==================== block 1
Block 1, routing congestion map:
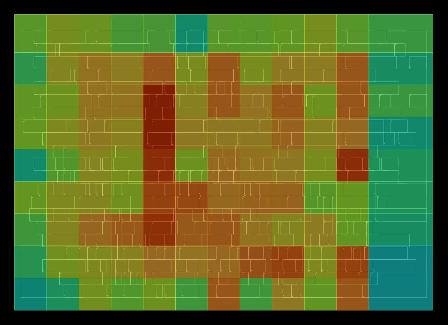

$ cat src/rtl/ldpc_out_pack_if.sv
// ldpc_out_pack_if: bit-stream input and byte-stream output bundle for ldpc_out_pack
//   rate, en_in, din, sync_in : decoded-bit side (driven by the decoder)
//   out_rdy                   : downstream ready
//   out_valid, out_byte,
//   out_sof, out_eof          : packed-byte side (driven by the packer)
interface ldpc_out_pack_if;
    logic       rate;
    logic       en_in;
    logic       din;
    logic       sync_in;
    logic       out_rdy;
    logic       out_valid;
    logic [7:0] out_byte;
    logic       out_sof;
    logic       out_eof;
    modport master (
        output rate, en_in, din, sync_in, out_rdy,
        input  out_valid, out_byte, out_sof, out_eof
    );
    modport slave (
        input  rate, en_in, din, sync_in, out_rdy,
        output out_valid, out_byte, out_sof, out_eof
    );
endinterface

$ cat src/rtl/ldpc_out_pack.sv
// ldpc_out_pack: packs decoded LDPC info bits MSB-first into bytes and queues them with frame markers
//   clk     : clock, rising edge
//   reset   : asynchronous active-high reset
//   bus     : ldpc_out_pack_if.slave (bit input, byte output with valid/ready)
//   frm_err : one-cycle pulse when a frame is cut short by a new sync
//   ovf     : sticky FIFO overflow flag
module ldpc_out_pack #(
    parameter int FIFO_DEPTH = 4
) (
    input  logic             clk,
    input  logic             reset,
    ldpc_out_pack_if.slave   bus,
    output logic             frm_err,
    output logic             ovf
);
    localparam int AW = $clog2(FIFO_DEPTH);
    typedef enum logic {IDLE, PACK} state_t;
    state_t      state, state_n;
    logic [12:0] cnt, cnt_n, cnt_inc, k;
    logic [7:0]  sr;
    logic        rate_q, start, take, push, err_n, pop, full, wr;
    logic [9:0]  push_ent;
    logic [9:0]  mem [FIFO_DEPTH];
    logic [AW:0] wp, rp, occ;
    assign k       = rate_q ? 13'd6912 : 13'd4608;
    assign cnt_inc = cnt + 13'd1;
    assign start   = bus.en_in & bus.sync_in;
    assign take    = bus.en_in & ~bus.sync_in & (state == PACK);
    // The 8th bit of a byte is taken straight from din so the byte is pushed on the same edge.
    assign push_ent = {cnt_inc == 13'd8, cnt_inc == k, sr[6:0], bus.din};
    always_comb begin
        state_n = state;
        cnt_n   = cnt;
        push    = 1'b0;
        err_n   = 1'b0;
        if (start) begin
            state_n = PACK;
            cnt_n   = 13'd1;
            err_n   = (state == PACK);
        end else if (take) begin
            cnt_n = cnt_inc;
            push  = (cnt_inc[2:0] == 3'd0);
            if (cnt_inc == k) begin
                state_n = IDLE;
                cnt_n   = 13'd0;
            end
        end
    end
    always_ff @(posedge clk or posedge reset) begin
        if (reset) begin
            state <= IDLE;
            cnt   <= 13'd0;
        end else begin
            state <= state_n;
            cnt   <= cnt_n;
        end
    end
    // Older bits left in sr on a restart are shifted out before they can reach a byte.
    always_ff @(posedge clk or posedge reset) begin
        if (reset) begin
            sr      <= 8'd0;
            rate_q  <= 1'b0;
            frm_err <= 1'b0;
        end else begin
            frm_err <= err_n;
            if (start) rate_q <= bus.rate;
            if (start | take) sr <= {sr[6:0], bus.din};
        end
    end
    // Pointers carry one extra bit so full and empty are distinguishable.
    assign occ  = wp - rp;
    assign full = (occ == (AW+1)'(FIFO_DEPTH));
    assign pop  = bus.out_valid & bus.out_rdy;
    assign wr   = push & (~full | pop);
    always_ff @(posedge clk) begin
        if (wr) mem[wp[AW-1:0]] <= push_ent;
    end
    always_ff @(posedge clk or posedge reset) begin
        if (reset) begin
            wp  <= '0;
            rp  <= '0;
            ovf <= 1'b0;
        end else begin
            if (wr) wp <= wp + (AW+1)'(1);
            if (pop) rp <= rp + (AW+1)'(1);
            if (push & full & ~pop) ovf <= 1'b1;
        end
    end
    // Head is masked when empty so stale memory never shows on the outputs.
    assign bus.out_valid = (occ != '0);
    assign {bus.out_sof, bus.out_eof, bus.out_byte} = bus.out_valid ? mem[rp[AW-1:0]] : 10'd0;
endmodule

$ cat src/flat_wrapper.sv
// flat-port wrapper written by rule: the top's interface ports become plain ports
module ldpc_out_pack_flat 
#(
    parameter int FIFO_DEPTH = 4
)
  (clk, reset, frm_err, ovf, bus_rate, bus_en_in, bus_din, bus_sync_in, bus_out_rdy, bus_out_valid, bus_out_byte, bus_out_sof, bus_out_eof);
  ldpc_out_pack_if bus_i ();
  input  logic clk;
  input  logic reset;
  output logic frm_err;
  output logic ovf;
  input wire logic [$bits(bus_i.rate)-1:0] bus_rate;
  input wire logic [$bits(bus_i.en_in)-1:0] bus_en_in;
  input wire logic [$bits(bus_i.din)-1:0] bus_din;
  input wire logic [$bits(bus_i.sync_in)-1:0] bus_sync_in;
  input wire logic [$bits(bus_i.out_rdy)-1:0] bus_out_rdy;
  output wire logic [$bits(bus_i.out_valid)-1:0] bus_out_valid;
  output wire logic [$bits(bus_i.out_byte)-1:0] bus_out_byte;
  output wire logic [$bits(bus_i.out_sof)-1:0] bus_out_sof;
  output wire logic [$bits(bus_i.out_eof)-1:0] bus_out_eof;
  assign bus_i.rate = bus_rate;
  assign bus_i.en_in = bus_en_in;
  assign bus_i.din = bus_din;
  assign bus_i.sync_in = bus_sync_in;
  assign bus_i.out_rdy = bus_out_rdy;
  assign bus_out_valid = bus_i.out_valid;
  assign bus_out_byte = bus_i.out_byte;
  assign bus_out_sof = bus_i.out_sof;
  assign bus_out_eof = bus_i.out_eof;
  ldpc_out_pack #(.FIFO_DEPTH(FIFO_DEPTH)) u_core (.clk(clk), .reset(reset), .bus(bus_i), .frm_err(frm_err), .ovf(ovf));
endmodule
$ cat config.mk
export PLATFORM = sky130hd
export DESIGN_NAME = ldpc_out_pack_flat
export DESIGN_NICKNAME = d
export VERILOG_FILES = /design/src/rtl/ldpc_out_pack_if.sv /design/src/rtl/ldpc_out_pack.sv /design/src/flat_wrapper.sv
export SDC_FILE = /design/constraint.sdc
export NUM_CORES = 1
export LEC_CHECK = 0
export ABC_AREA = 0
export CORE_ASPECT_RATIO = 0.7
export CORE_MARGIN = 1
export CORE_UTILIZATION = 60
export DETAILED_ROUTE_END_ITERATION = 8
export GPL_TIMING_DRIVEN = 0
export HOLD_SLACK_MARGIN = 0.06
export PLACE_DENSITY = 0.8
export SLEW_MARGIN = 10
export SYNTH_ARGS = -nofsm -noshare
export SYNTH_HDL_FRONTEND = slang
export SYNTH_SLANG_ARGS = --single-unit
$ cat constraint.sdc
create_clock -name clk -period 6.5 [get_ports clk]
set_input_delay 1.3 -clock clk [delete_from_list [all_inputs] [get_ports clk]]
set_output_delay 1.3 -clock clk [all_outputs]
set_load 0.005 [all_outputs]
==================== block 2
==> config.mk <==
export PLATFORM = sky130hd
export DESIGN_NAME = pipe_stage_buf
export DESIGN_NICKNAME = d
export VERILOG_FILES = /design/src/rtl/pipe_stage_buf.sv
export SDC_FILE = /design/constraint.sdc
export NUM_CORES = 1
export LEC_CHECK = 0
export ABC_CLOCK_PERIOD_IN_PS = 1700
export CAP_MARGIN = 5
export CELL_PAD_IN_SITES_DETAIL_PLACEMENT = 1
export CELL_PAD_IN_SITES_GLOBAL_PLACEMENT = 1
export CORE_ASPECT_RATIO = 1.1
export CORE_MARGIN = 1.5
export CORE_UTILIZATION = 29
export DETAILED_ROUTE_END_ITERATION = 10
export MAX_ROUTING_LAYER = met4
export PLACE_DENSITY_LB_ADDON = 0.1
export SYNTH_ARGS = -nofsm -noshare
export SYNTH_HDL_FRONTEND = slang
export SYNTH_SLANG_ARGS = --single-unit
export TNS_END_PERCENT = 50
==> constraint.sdc <==
create_clock -name CLK -period 1.7 [get_ports CLK]
set_input_delay 0.255 -clock CLK [delete_from_list [all_inputs] [get_ports CLK]]
set_output_delay 0.255 -clock CLK [all_outputs]
set_load 0.01 [all_outputs]
==> src/rtl/pipe_stage_buf.sv <==
// Elastic pipeline-stage register: DEPTH-entry in-order buffer with valid/ready
// on both sides, synchronous flush and a saturating back-pressure counter.
module pipe_stage_buf #(
  parameter int WIDTH        = 32,
  parameter int DEPTH        = 2,
  parameter int READY_BYPASS = 1
) (
  input  logic                       CLK,
  input  logic                       nRST,
  input  logic                       flush,
  input  logic                       in_valid,
  output logic                       in_ready,
  input  logic [WIDTH-1:0]           in_data,
  output logic                       out_valid,
  input  logic                       out_ready,
  output logic [WIDTH-1:0]           out_data,
  output logic [$clog2(DEPTH+1)-1:0] count,
  output logic [31:0]                stall_cycles
);

  localparam int CW = $clog2(DEPTH+1);
  localparam int PW = (DEPTH > 1) ? $clog2(DEPTH) : 1;

  logic [DEPTH-1:0][WIDTH-1:0] mem;
  logic [PW-1:0]               wr_ptr, rd_ptr;
  logic                        full, push, pop;

  // Explicit wrap so non-power-of-two depths cycle correctly.
  function automatic logic [PW-1:0] wrap_inc(input logic [PW-1:0] p);
    return (p == PW'(DEPTH-1)) ? '0 : p + PW'(1);
  endfunction

  assign full      = (count == CW'(DEPTH));
  assign in_ready  = (READY_BYPASS != 0) ? (!full || out_ready) : !full;
  assign out_valid = (count != '0);
  assign out_data  = out_valid ? mem[rd_ptr] : '0;
  assign push      = in_valid && in_ready && !flush;
  assign pop       = out_valid && out_ready && !flush;

  always_ff @(posedge CLK or negedge nRST) begin
    if (!nRST)     mem <= '0;
    else if (push) mem[wr_ptr] <= in_data;
  end

  // When full with a pop, wr_ptr == rd_ptr, so the new word lands in the slot being vacated.
  always_ff @(posedge CLK or negedge nRST) begin
    if (!nRST) begin
      count  <= '0;
      wr_ptr <= '0;
      rd_ptr <= '0;
    end else if (flush) begin
      count  <= '0;
      wr_ptr <= '0;
      rd_ptr <= '0;
    end else begin
      if (push) wr_ptr <= wrap_inc(wr_ptr);
      if (pop)  rd_ptr <= wrap_inc(rd_ptr);
      case ({push, pop})
        2'b10:   count <= count + CW'(1);
        2'b01:   count <= count - CW'(1);
        default: count <= count;
      endcase
    end
  end

  always_ff @(posedge CLK or negedge nRST) begin
    if (!nRST)
      stall_cycles <= '0;
    else if (out_valid && !out_ready && !flush && (stall_cycles != '1))
      stall_cycles <= stall_cycles + 32'd1;
  end

endmodule

==================== block 3
## config.mk

```make
export PLATFORM = sky130hd
export DESIGN_NAME = mmcm_drp_reconfig
export DESIGN_NICKNAME = d
export VERILOG_FILES = /design/src/rtl/mmcm_drp_reconfig.sv
export SDC_FILE = /design/constraint.sdc
export NUM_CORES = 1
export LEC_CHECK = 0
export ABC_AREA = 1
export CORE_ASPECT_RATIO = 1.75
export CORE_MARGIN = 8
export CORE_UTILIZATION = 30
export DETAILED_ROUTE_END_ITERATION = 10
export GPL_TIMING_DRIVEN = 1
export PLACE_DENSITY = 0.55
export SYNTH_ARGS = -nofsm -noshare
export SYNTH_HDL_FRONTEND = slang
export SYNTH_SLANG_ARGS = --single-unit
```

## constraint.sdc

```tcl
create_clock -name clk -period 1.6 [get_ports clk]
set_input_delay 0.24 -clock clk [delete_from_list [all_inputs] [get_ports clk]]
set_output_delay 0.24 -clock clk [all_outputs]
set_load 0.03 [all_outputs]
```

## src/rtl/mmcm_drp_reconfig.sv

```systemverilog
// ---------------------------------------------------------------------------
// mmcm_drp_reconfig
//
// Reprograms an MMCME2_ADV through its DRP port. A start request puts the MMCM
// into reset, walks a caller-supplied table of read-modify-write entries,
// releases reset, waits for LOCKED and reports done or a coded error. This
// block is the only DRP master on the MMCM.
//
// Ports:
//   clk, rst_n           controller clock (also MMCM DCLK), async active-low reset
//   start, num_entries   request (sampled in IDLE only) and number of entries
//   busy, done, err      status: busy level, done pulse, sticky error flag
//   err_code             0 none, 1 read DRDY timeout, 2 write DRDY timeout,
//                        3 lock timeout
//   tbl_idx              current table index; tbl_addr/mask/data return the
//                        entry combinationally
//   drp_*                DRP master interface to the MMCM
//   mmcm_rst             MMCM reset, held for the whole reprogramming window
//   mmcm_locked          MMCM LOCKED
//   locked_out           mmcm_locked, forced low while busy
//   dbg_state            current FSM state encoding for observation
//
// DRP handshake: drp_den is a one-cycle request pulse (drp_dwe marks a write
// and is only ever high together with drp_den); the access completes on the
// first cycle drp_drdy is high in the matching wait state. drp_daddr and
// drp_di stay stable from the request cycle until drp_drdy. DRDY arriving in
// any other state is ignored.
// ---------------------------------------------------------------------------
module mmcm_drp_reconfig #(
    parameter int IDXW     = 4,
    parameter int DRDY_TO  = 63,
    parameter int LOCK_TO  = 4095,
    parameter int RST_HOLD = 7
) (
    input  logic            clk,
    input  logic            rst_n,
    input  logic            start,
    input  logic [IDXW:0]   num_entries,
    output logic            busy,
    output logic            done,
    output logic            err,
    output logic [1:0]      err_code,
    output logic [IDXW-1:0] tbl_idx,
    input  logic [6:0]      tbl_addr,
    input  logic [15:0]     tbl_mask,
    input  logic [15:0]     tbl_data,
    output logic [6:0]      drp_daddr,
    output logic            drp_den,
    output logic            drp_dwe,
    output logic [15:0]     drp_di,
    input  logic [15:0]     drp_do,
    input  logic            drp_drdy,
    output logic            mmcm_rst,
    input  logic            mmcm_locked,
    output logic            locked_out,
    output logic [3:0]      dbg_state
);

    typedef enum logic [3:0] {
        IDLE      = 4'd0,
        HOLD_PRE  = 4'd1,
        RD_REQ    = 4'd2,
        RD_WAIT   = 4'd3,
        WR_REQ    = 4'd4,
        WR_WAIT   = 4'd5,
        HOLD_POST = 4'd6,
        LOCK_WAIT = 4'd7,
        ERR       = 4'd8
    } state_t;

    // One shared counter serves the reset holds and both timeouts.
    localparam int CW = $clog2(LOCK_TO + DRDY_TO + RST_HOLD + 1);

    state_t        state;
    logic [CW-1:0] cnt;
    logic [IDXW:0] nent;
    logic [6:0]    daddr_q;
    logic          last_entry;

    assign last_entry = ({1'b0, tbl_idx} == (nent - (IDXW + 1)'(1)));

    // The table answers combinationally to tbl_idx, and tbl_idx only settles
    // on the edge that enters RD_REQ, so the request cycle drives the table
    // address straight through; it is captured for the rest of the access.
    assign drp_daddr  = (state == RD_REQ) ? tbl_addr : daddr_q;
    assign locked_out = busy ? 1'b0 : mmcm_locked;
    assign dbg_state  = state;

    always_ff @(posedge clk or negedge rst_n) begin
        if (!rst_n) begin
            state    <= IDLE;
            cnt      <= '0;
            nent     <= '0;
            daddr_q  <= '0;
            busy     <= 1'b0;
            done     <= 1'b0;
            err      <= 1'b0;
            err_code <= 2'd0;
            tbl_idx  <= '0;
            drp_den  <= 1'b0;
            drp_dwe  <= 1'b0;
            drp_di   <= '0;
            mmcm_rst <= 1'b0;
        end else begin
            // Strobes are single-cycle; they are raised only on the edge
            // entering RD_REQ/WR_REQ (or LOCK_WAIT->IDLE for done).
            drp_den <= 1'b0;
            drp_dwe <= 1'b0;
            done    <= 1'b0;
            case (state)
                IDLE: begin
                    if (start) begin
                        nent     <= num_entries;
                        err      <= 1'b0;
                        err_code <= 2'd0;
                        tbl_idx  <= '0;
                        busy     <= 1'b1;
                        mmcm_rst <= 1'b1;
                        cnt      <= '0;
                        state    <= HOLD_PRE;
                    end
                end
                HOLD_PRE: begin
                    if (cnt == CW'(RST_HOLD)) begin
                        cnt <= '0;
                        if (nent == '0) begin
                            state <= HOLD_POST;
                        end else begin
                            drp_den <= 1'b1;
                            state   <= RD_REQ;
                        end
                    end else begin
                        cnt <= cnt + CW'(1);
                    end
                end
                RD_REQ: begin
                    daddr_q <= tbl_addr;
                    cnt     <= '0;
                    state   <= RD_WAIT;
                end
                RD_WAIT: begin
                    if (drp_drdy) begin
                        drp_di  <= (drp_do & tbl_mask) | (tbl_data & ~tbl_mask);
                        drp_den <= 1'b1;
                        drp_dwe <= 1'b1;
                        state   <= WR_REQ;
                    end else if (cnt == CW'(DRDY_TO - 1)) begin
                        err      <= 1'b1;
                        err_code <= 2'd1;
                        mmcm_rst <= 1'b0;
                        state    <= ERR;
                    end else begin
                        cnt <= cnt + CW'(1);
                    end
                end
                WR_REQ: begin
                    cnt   <= '0;
                    state <= WR_WAIT;
                end
                WR_WAIT: begin
                    if (drp_drdy) begin
                        cnt <= '0;
                        if (last_entry) begin
                            state <= HOLD_POST;
                        end else begin
                            tbl_idx <= tbl_idx + IDXW'(1);
                            drp_den <= 1'b1;
                            state   <= RD_REQ;
                        end
                    end else if (cnt == CW'(DRDY_TO - 1)) begin
                        err      <= 1'b1;
                        err_code <= 2'd2;
                        mmcm_rst <= 1'b0;
                        state    <= ERR;
                    end else begin
                        cnt <= cnt + CW'(1);
                    end
                end
                HOLD_POST: begin
                    if (cnt == CW'(RST_HOLD)) begin
                        cnt      <= '0;
                        mmcm_rst <= 1'b0;
                        state    <= LOCK_WAIT;
                    end else begin
                        cnt <= cnt + CW'(1);
                    end
                end
                LOCK_WAIT: begin
                    if (mmcm_locked) begin
                        done  <= 1'b1;
                        busy  <= 1'b0;
                        state <= IDLE;
                    end else if (cnt == CW'(LOCK_TO - 1)) begin
                        err      <= 1'b1;
                        err_code <= 2'd3;
                        state    <= ERR;
                    end else begin
                        cnt <= cnt + CW'(1);
                    end
                end
                ERR: begin
                    busy  <= 1'b0;
                    state <= IDLE;
                end
                default: state <= IDLE;
            endcase
        end
    end

endmodule

```

Block 1, signal wires on met1:
The bar under the picture is 20 µm long. Supply wires on this layer in gray.
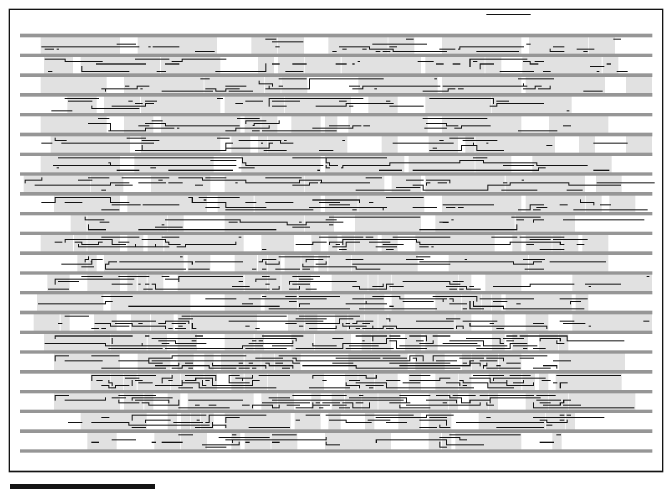
- longest straight run: 25.3 µm
- nets with wire on the layer: 257
- main direction: horizontal
- share of all routed wire: 47%
Routed WL: 6090 µm
global-route met1 utilization: 40.6%
via count: 2022

## Picture notes: 'routing congestion map' of block 1
Top Usage Layer GRT: met1
met2 Track Usage GR: 35.2%

==> results.tsv, block 1 <==
stage	metric	value	unit
synthesis	Seq share, synth	60.5	%
final_timing	Slew HR	43.1	%
floorplanning	Init Core Util	65.0	%
global_route	met3 Track Usage GR	6.68	%
power_and_ir_drop	Top Consumer	registers	
power_and_ir_drop	pwr/cell area	350	mW/mm²
power_and_ir_drop	Logic pwr share	29.3	%
placed_design	PortBufs	18	
cells_and_area	Final Cell Area	0.00368	mm²
floorplanning	TAP cells	69	
flow_run	Tool Warnings	29	
cts	clock sinks	70	
synthesis	Post-synth ARST share	42.9	%
final_timing	RSZ-0062 raised after global routing	no	
detailed_routing	drt wl/cell	18.1	µm
cells_and_area	CLK BUF	10	
cells_and_area	fin util	74.2	%
cells_and_area	Area Growth Syn to Fin	14.2	%
final_timing	TNS Setup	0	ns
final_timing	final tally of max-slew violations	0	
run_status	status	finished clean	
detailed_routing	DRT iter0 DRCs	244	
synthesis	Yosys top cell by area	edfxtp_1	
critical_path	Levels on crit path	9	
cts	CTS Buf Count	9	
flow_run	number of max-cap violations	0	
floorplanning	DIE AREA	0.00568	mm²
## block 1: cell usage in the layout (no fill, tap or decap), types with 2 or more instances in the layout
cell,instances
edfxtp_1,40
dfrtp_1,30
clkdlybuf4s50_1,18
nand2_1,16
and2_1,16
mux4_2,10
inv_1,9
ha_1,9
clkbuf_8,9
xnor2_1,8
nand3_1,8
nor3_1,8
o21ai_0,8
mux2_2,8
a21oi_1,7
o31ai_1,7
clkbuf_1,4
nand4_1,4
nor4_1,4
xor2_1,3
nor3b_1,3
nor2_1,3
buf_6,2
nand3_2,2
and3_1,2
nor2b_1,2
o311ai_0,2
buf_1,2
o2bb2ai_1,2
clkinvlp_4,2
## block 1: cells in the mapped netlist (3+ instances only)
cell	instances
a21oi_1	7
and2_1	16
mux2_2	8
mux4_2	10
nor2_1	3
nand4_1	4
inv_1	10
nor3_1	8
ha_1	9
nor4_1	4
edfxtp_1	40
dfrtp_1	30
o31ai_1	7
clkbuf_1	3
o21ai_0	8
nand3_1	8
xor2_1	3
nor3b_1	3
xnor2_1	8
nand2_1	16
## block 1: per-layer routing
layer,vias up,share of wire [%]
met4,0,0.85
li1,938,-
met2,62,45
met5,-,0
met1,1017,47
met3,5,7.4
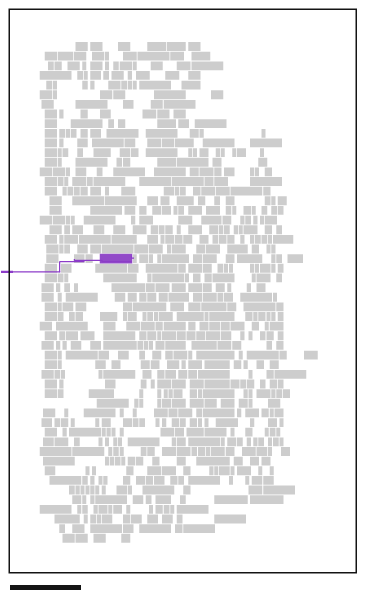
Block 3: wires at chosen ports, followed through buffers
The bar under the picture is 20 µm long.
- purple: err (bits 1; direction output; edge west; end cells 1; buffers 1; wire 41.5 µm)
PortBufs: 104
Top-Level Pins: 105

==> results.tsv, block 3 <==
stage	metric	value	unit
run_status	status	finished with violations	
run_status	failing checks	setup timing	
final_timing	Final Setup Violations	27	
cts	clock tree buffer depth	2	
detailed_routing	metal3 WL	828	µm
detailed_routing	via count	4021	
synthesis	Seq share, synth	40.9	%
global_route	initial antenna violation count	0	
detailed_routing	Highest Signal Layer	met4	
final_timing	TNS Setup	-2.49	ns
flow_run	Tool Warnings	29	
cells_and_area	non-filler instance count after layout	826	
synthesis	most numerous cell in the Yosys netlist	nand2_1	
final_timing	setup slack after layout	-0.187	ns
cells_and_area	fin util	56.6	%
cts	H-tree levels	3	
power_and_ir_drop	Top Consumer	the clock network	
power_and_ir_drop	switch share	21.0	%
floorplanning	row cnt	52	
synthesis	biggest area cells	dfrtp_1, nand2_1, o21ai_0	
cts	Root Buffer	clkbuf_16	
final_timing	Final Hold Fails	0	
synthesis	top cells by count	nand2_1, inv_1, dfrtp_1	
placed_design	Inst Count DP	786	
critical_path	crit path DAT	1.55	ns
block 3: area by class of cell:
| class | count | area (µm²) |
|---|---|---|
| inverters | 61 | 254 |
| flip-flops and latches | 57 | 1440 |
| repair inverters | 1 | 11.3 |
| fillers | 1017 | 4970 |
| multi-input cells | 359 | 2370 |
| clock inverters | 2 | 35.0 |
| well taps | 135 | 169 |
| repair buffers | 198 | 1930 |
| clock buffers | 13 | 280 |
block 3: path summary, 6_finish.rpt:
| path | end | slack [ns] | depth (start not counted) | startpoint |
|---|---|---|---|---|
| worst max-delay path | drp_daddr[3] | -0.19 | 4 | dbg_state[2]$_DFFE_PN0P_ |
| worst min-delay path | nent[1]$_DFFE_PN0P_ | 0.44 | 3 | rst_n |
| worst max register to register | cnt[0]$_DFFE_PN0P_ | -0.11 | 13 | dbg_state[3]$_DFFE_PN0P_ |
| worst min register to register | drp_di[9]$_DFFE_PN0P_ | 0.49 | 2 | drp_di[9]$_DFFE_PN0P_ |
| max in group asynchronous | dbg_state[1]$_DFFE_PN0P_ | 0.86 | 3 | rst_n |
| min in group clk | done$_DFF_PN0_ | 0.44 | 4 | mmcm_locked |
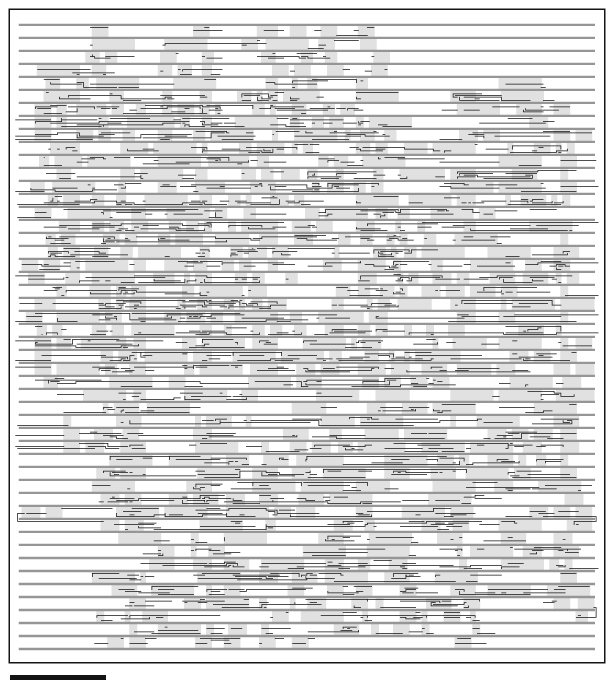
Block 2: signal wires on met1
The bar under the picture is 20 µm long. Supply wires on this layer in gray.
- longest straight run: 36.8 µm
- share of all routed wire: 46%
- main direction: horizontal
- wire length on this layer: 6600 µm
- nets with wire on the layer: 567
global-route met1 utilization: 22.1%
Routed WL: 14400 µm
via count: 3729

==> results.tsv, block 2 <==
stage	metric	value	unit
run_status	status	finished with violations	
run_status	failing checks	setup timing	
critical_path	crit path capture type	register	
synthesis	area share, top type	53.3	%
cells_and_area	Area Growth Syn to Fin	61.6	%
synthesis	most numerous cell in the Yosys netlist	dfrtp_1	
critical_path	Crit Path Class	register to register	
floorplanning	Die X-Extent	124	µm
final_timing	final tally of max-slew violations	0	
final_timing	setup slack after layout	-0.170	ns
synthesis	xor/xnor share	6.16	%
global_route	vias in the first global route	4131	
synthesis	synthesized area	0.00469	mm²
final_timing	Layout Skew	0.00597	ns
critical_path	Worst R2R End	stall_cycles[9]$_DFFE_PN0P_	
synthesis	Yosys chip area	0.00469	mm²
power_and_ir_drop	NetSw	2.00	mW
critical_path	Crit-path slowest cell	dfrtp_2	
final_timing	Final Setup Violations	127	
[block 2: routing by layer]
layer / share of wire [%] / routed length [µm] / vias up
li1: - / - / 1760
met1: 46 / 6600 / 1890
met2: 49 / 7120 / 67
met3: 3.2 / 455 / 12
met4: 1.6 / 233 / 0
met5: 0 / 0 / -
[block 2: worst max-delay path, delay by kind of cell, from the launching register on]
| kind | cells | cell delay (ns) |
|---|---|---|
| xor gates and xnor gates | 1 | 0.15 |
| buffers and inverters | 5 | 0.59 |
| DFF | 1 | 0.40 |
| and+or+nand+nor | 4 | 0.61 |
[block 2: power groups by stage]
stage | sequential, mW | combinational [mW] | clock, mW
2_1_floorplan | 3.11 | 0.962 | 0
3_3_place_gp | 3.10 | 1.75 | 0
3_5_place_dp | 3.13 | 1.80 | 0
4_1_cts | 3.10 | 1.91 | 2.06
5_1_grt | 3.17 | 2.21 | 2.15
6_report | 3.12 | 2.04 | 2.00
[block 2: final cells by class]
class                      count  area [µm²]  share of cell area, %
sequential                   100        2510                   33.1
clock buffer                  14         274                   3.61
tap                          200         250                   3.30
clock inverter                 1        7.51                 0.0990
inverter                       3        16.3                  0.215
multi-input combinational    264        2560                   33.7
timing repair buffer         206        1970                   26.0

## Gallery

Wiring by layer.
Two of the layers only.
Plate I
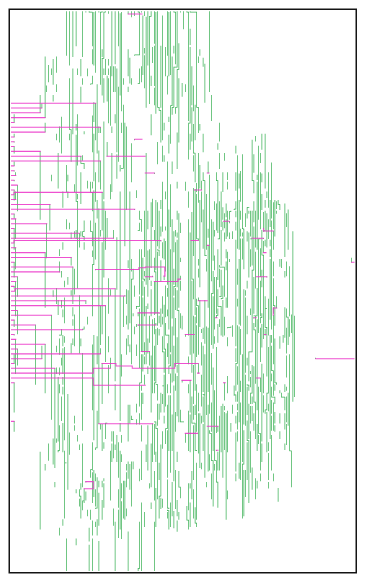
Plate II
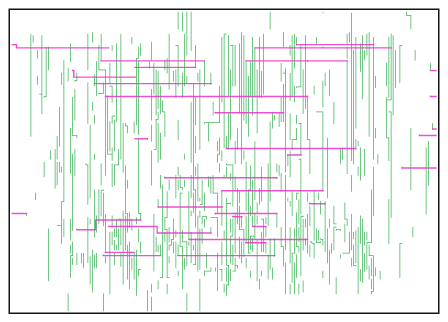
Plate III
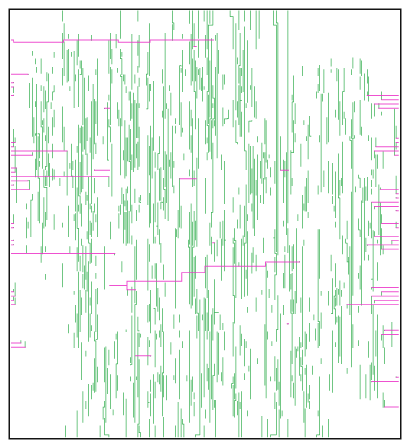
The one with the least wire is Plate II.
Plate III comes from block 2.
Plate II comes from block 1.
Plate I comes from block 3.

Key to Plate I:
- magenta: met3 (wire length 828 µm)
- green: met2 (wire length 7580 µm)



==> layout pictures side by side <==
Where the registers sit.
The bar under the picture is 20 µm long.
shot_01.png
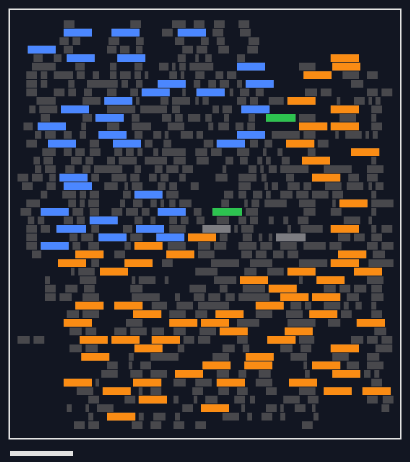
shot_02.png
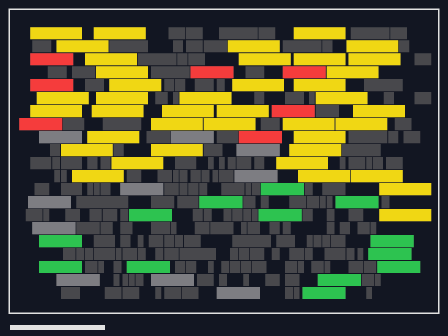
shot_03.png
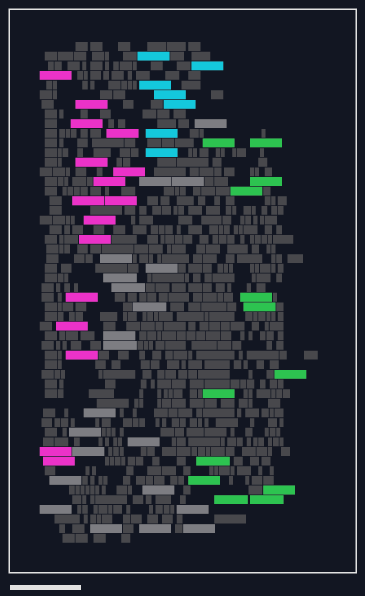
The one with the most sequential cells is shot_01.png.
- shot_03.png = block 3
- shot_02.png = block 1
- shot_01.png = block 2

Power figures rest on the tool's default switching activity, not on a simulated workload.
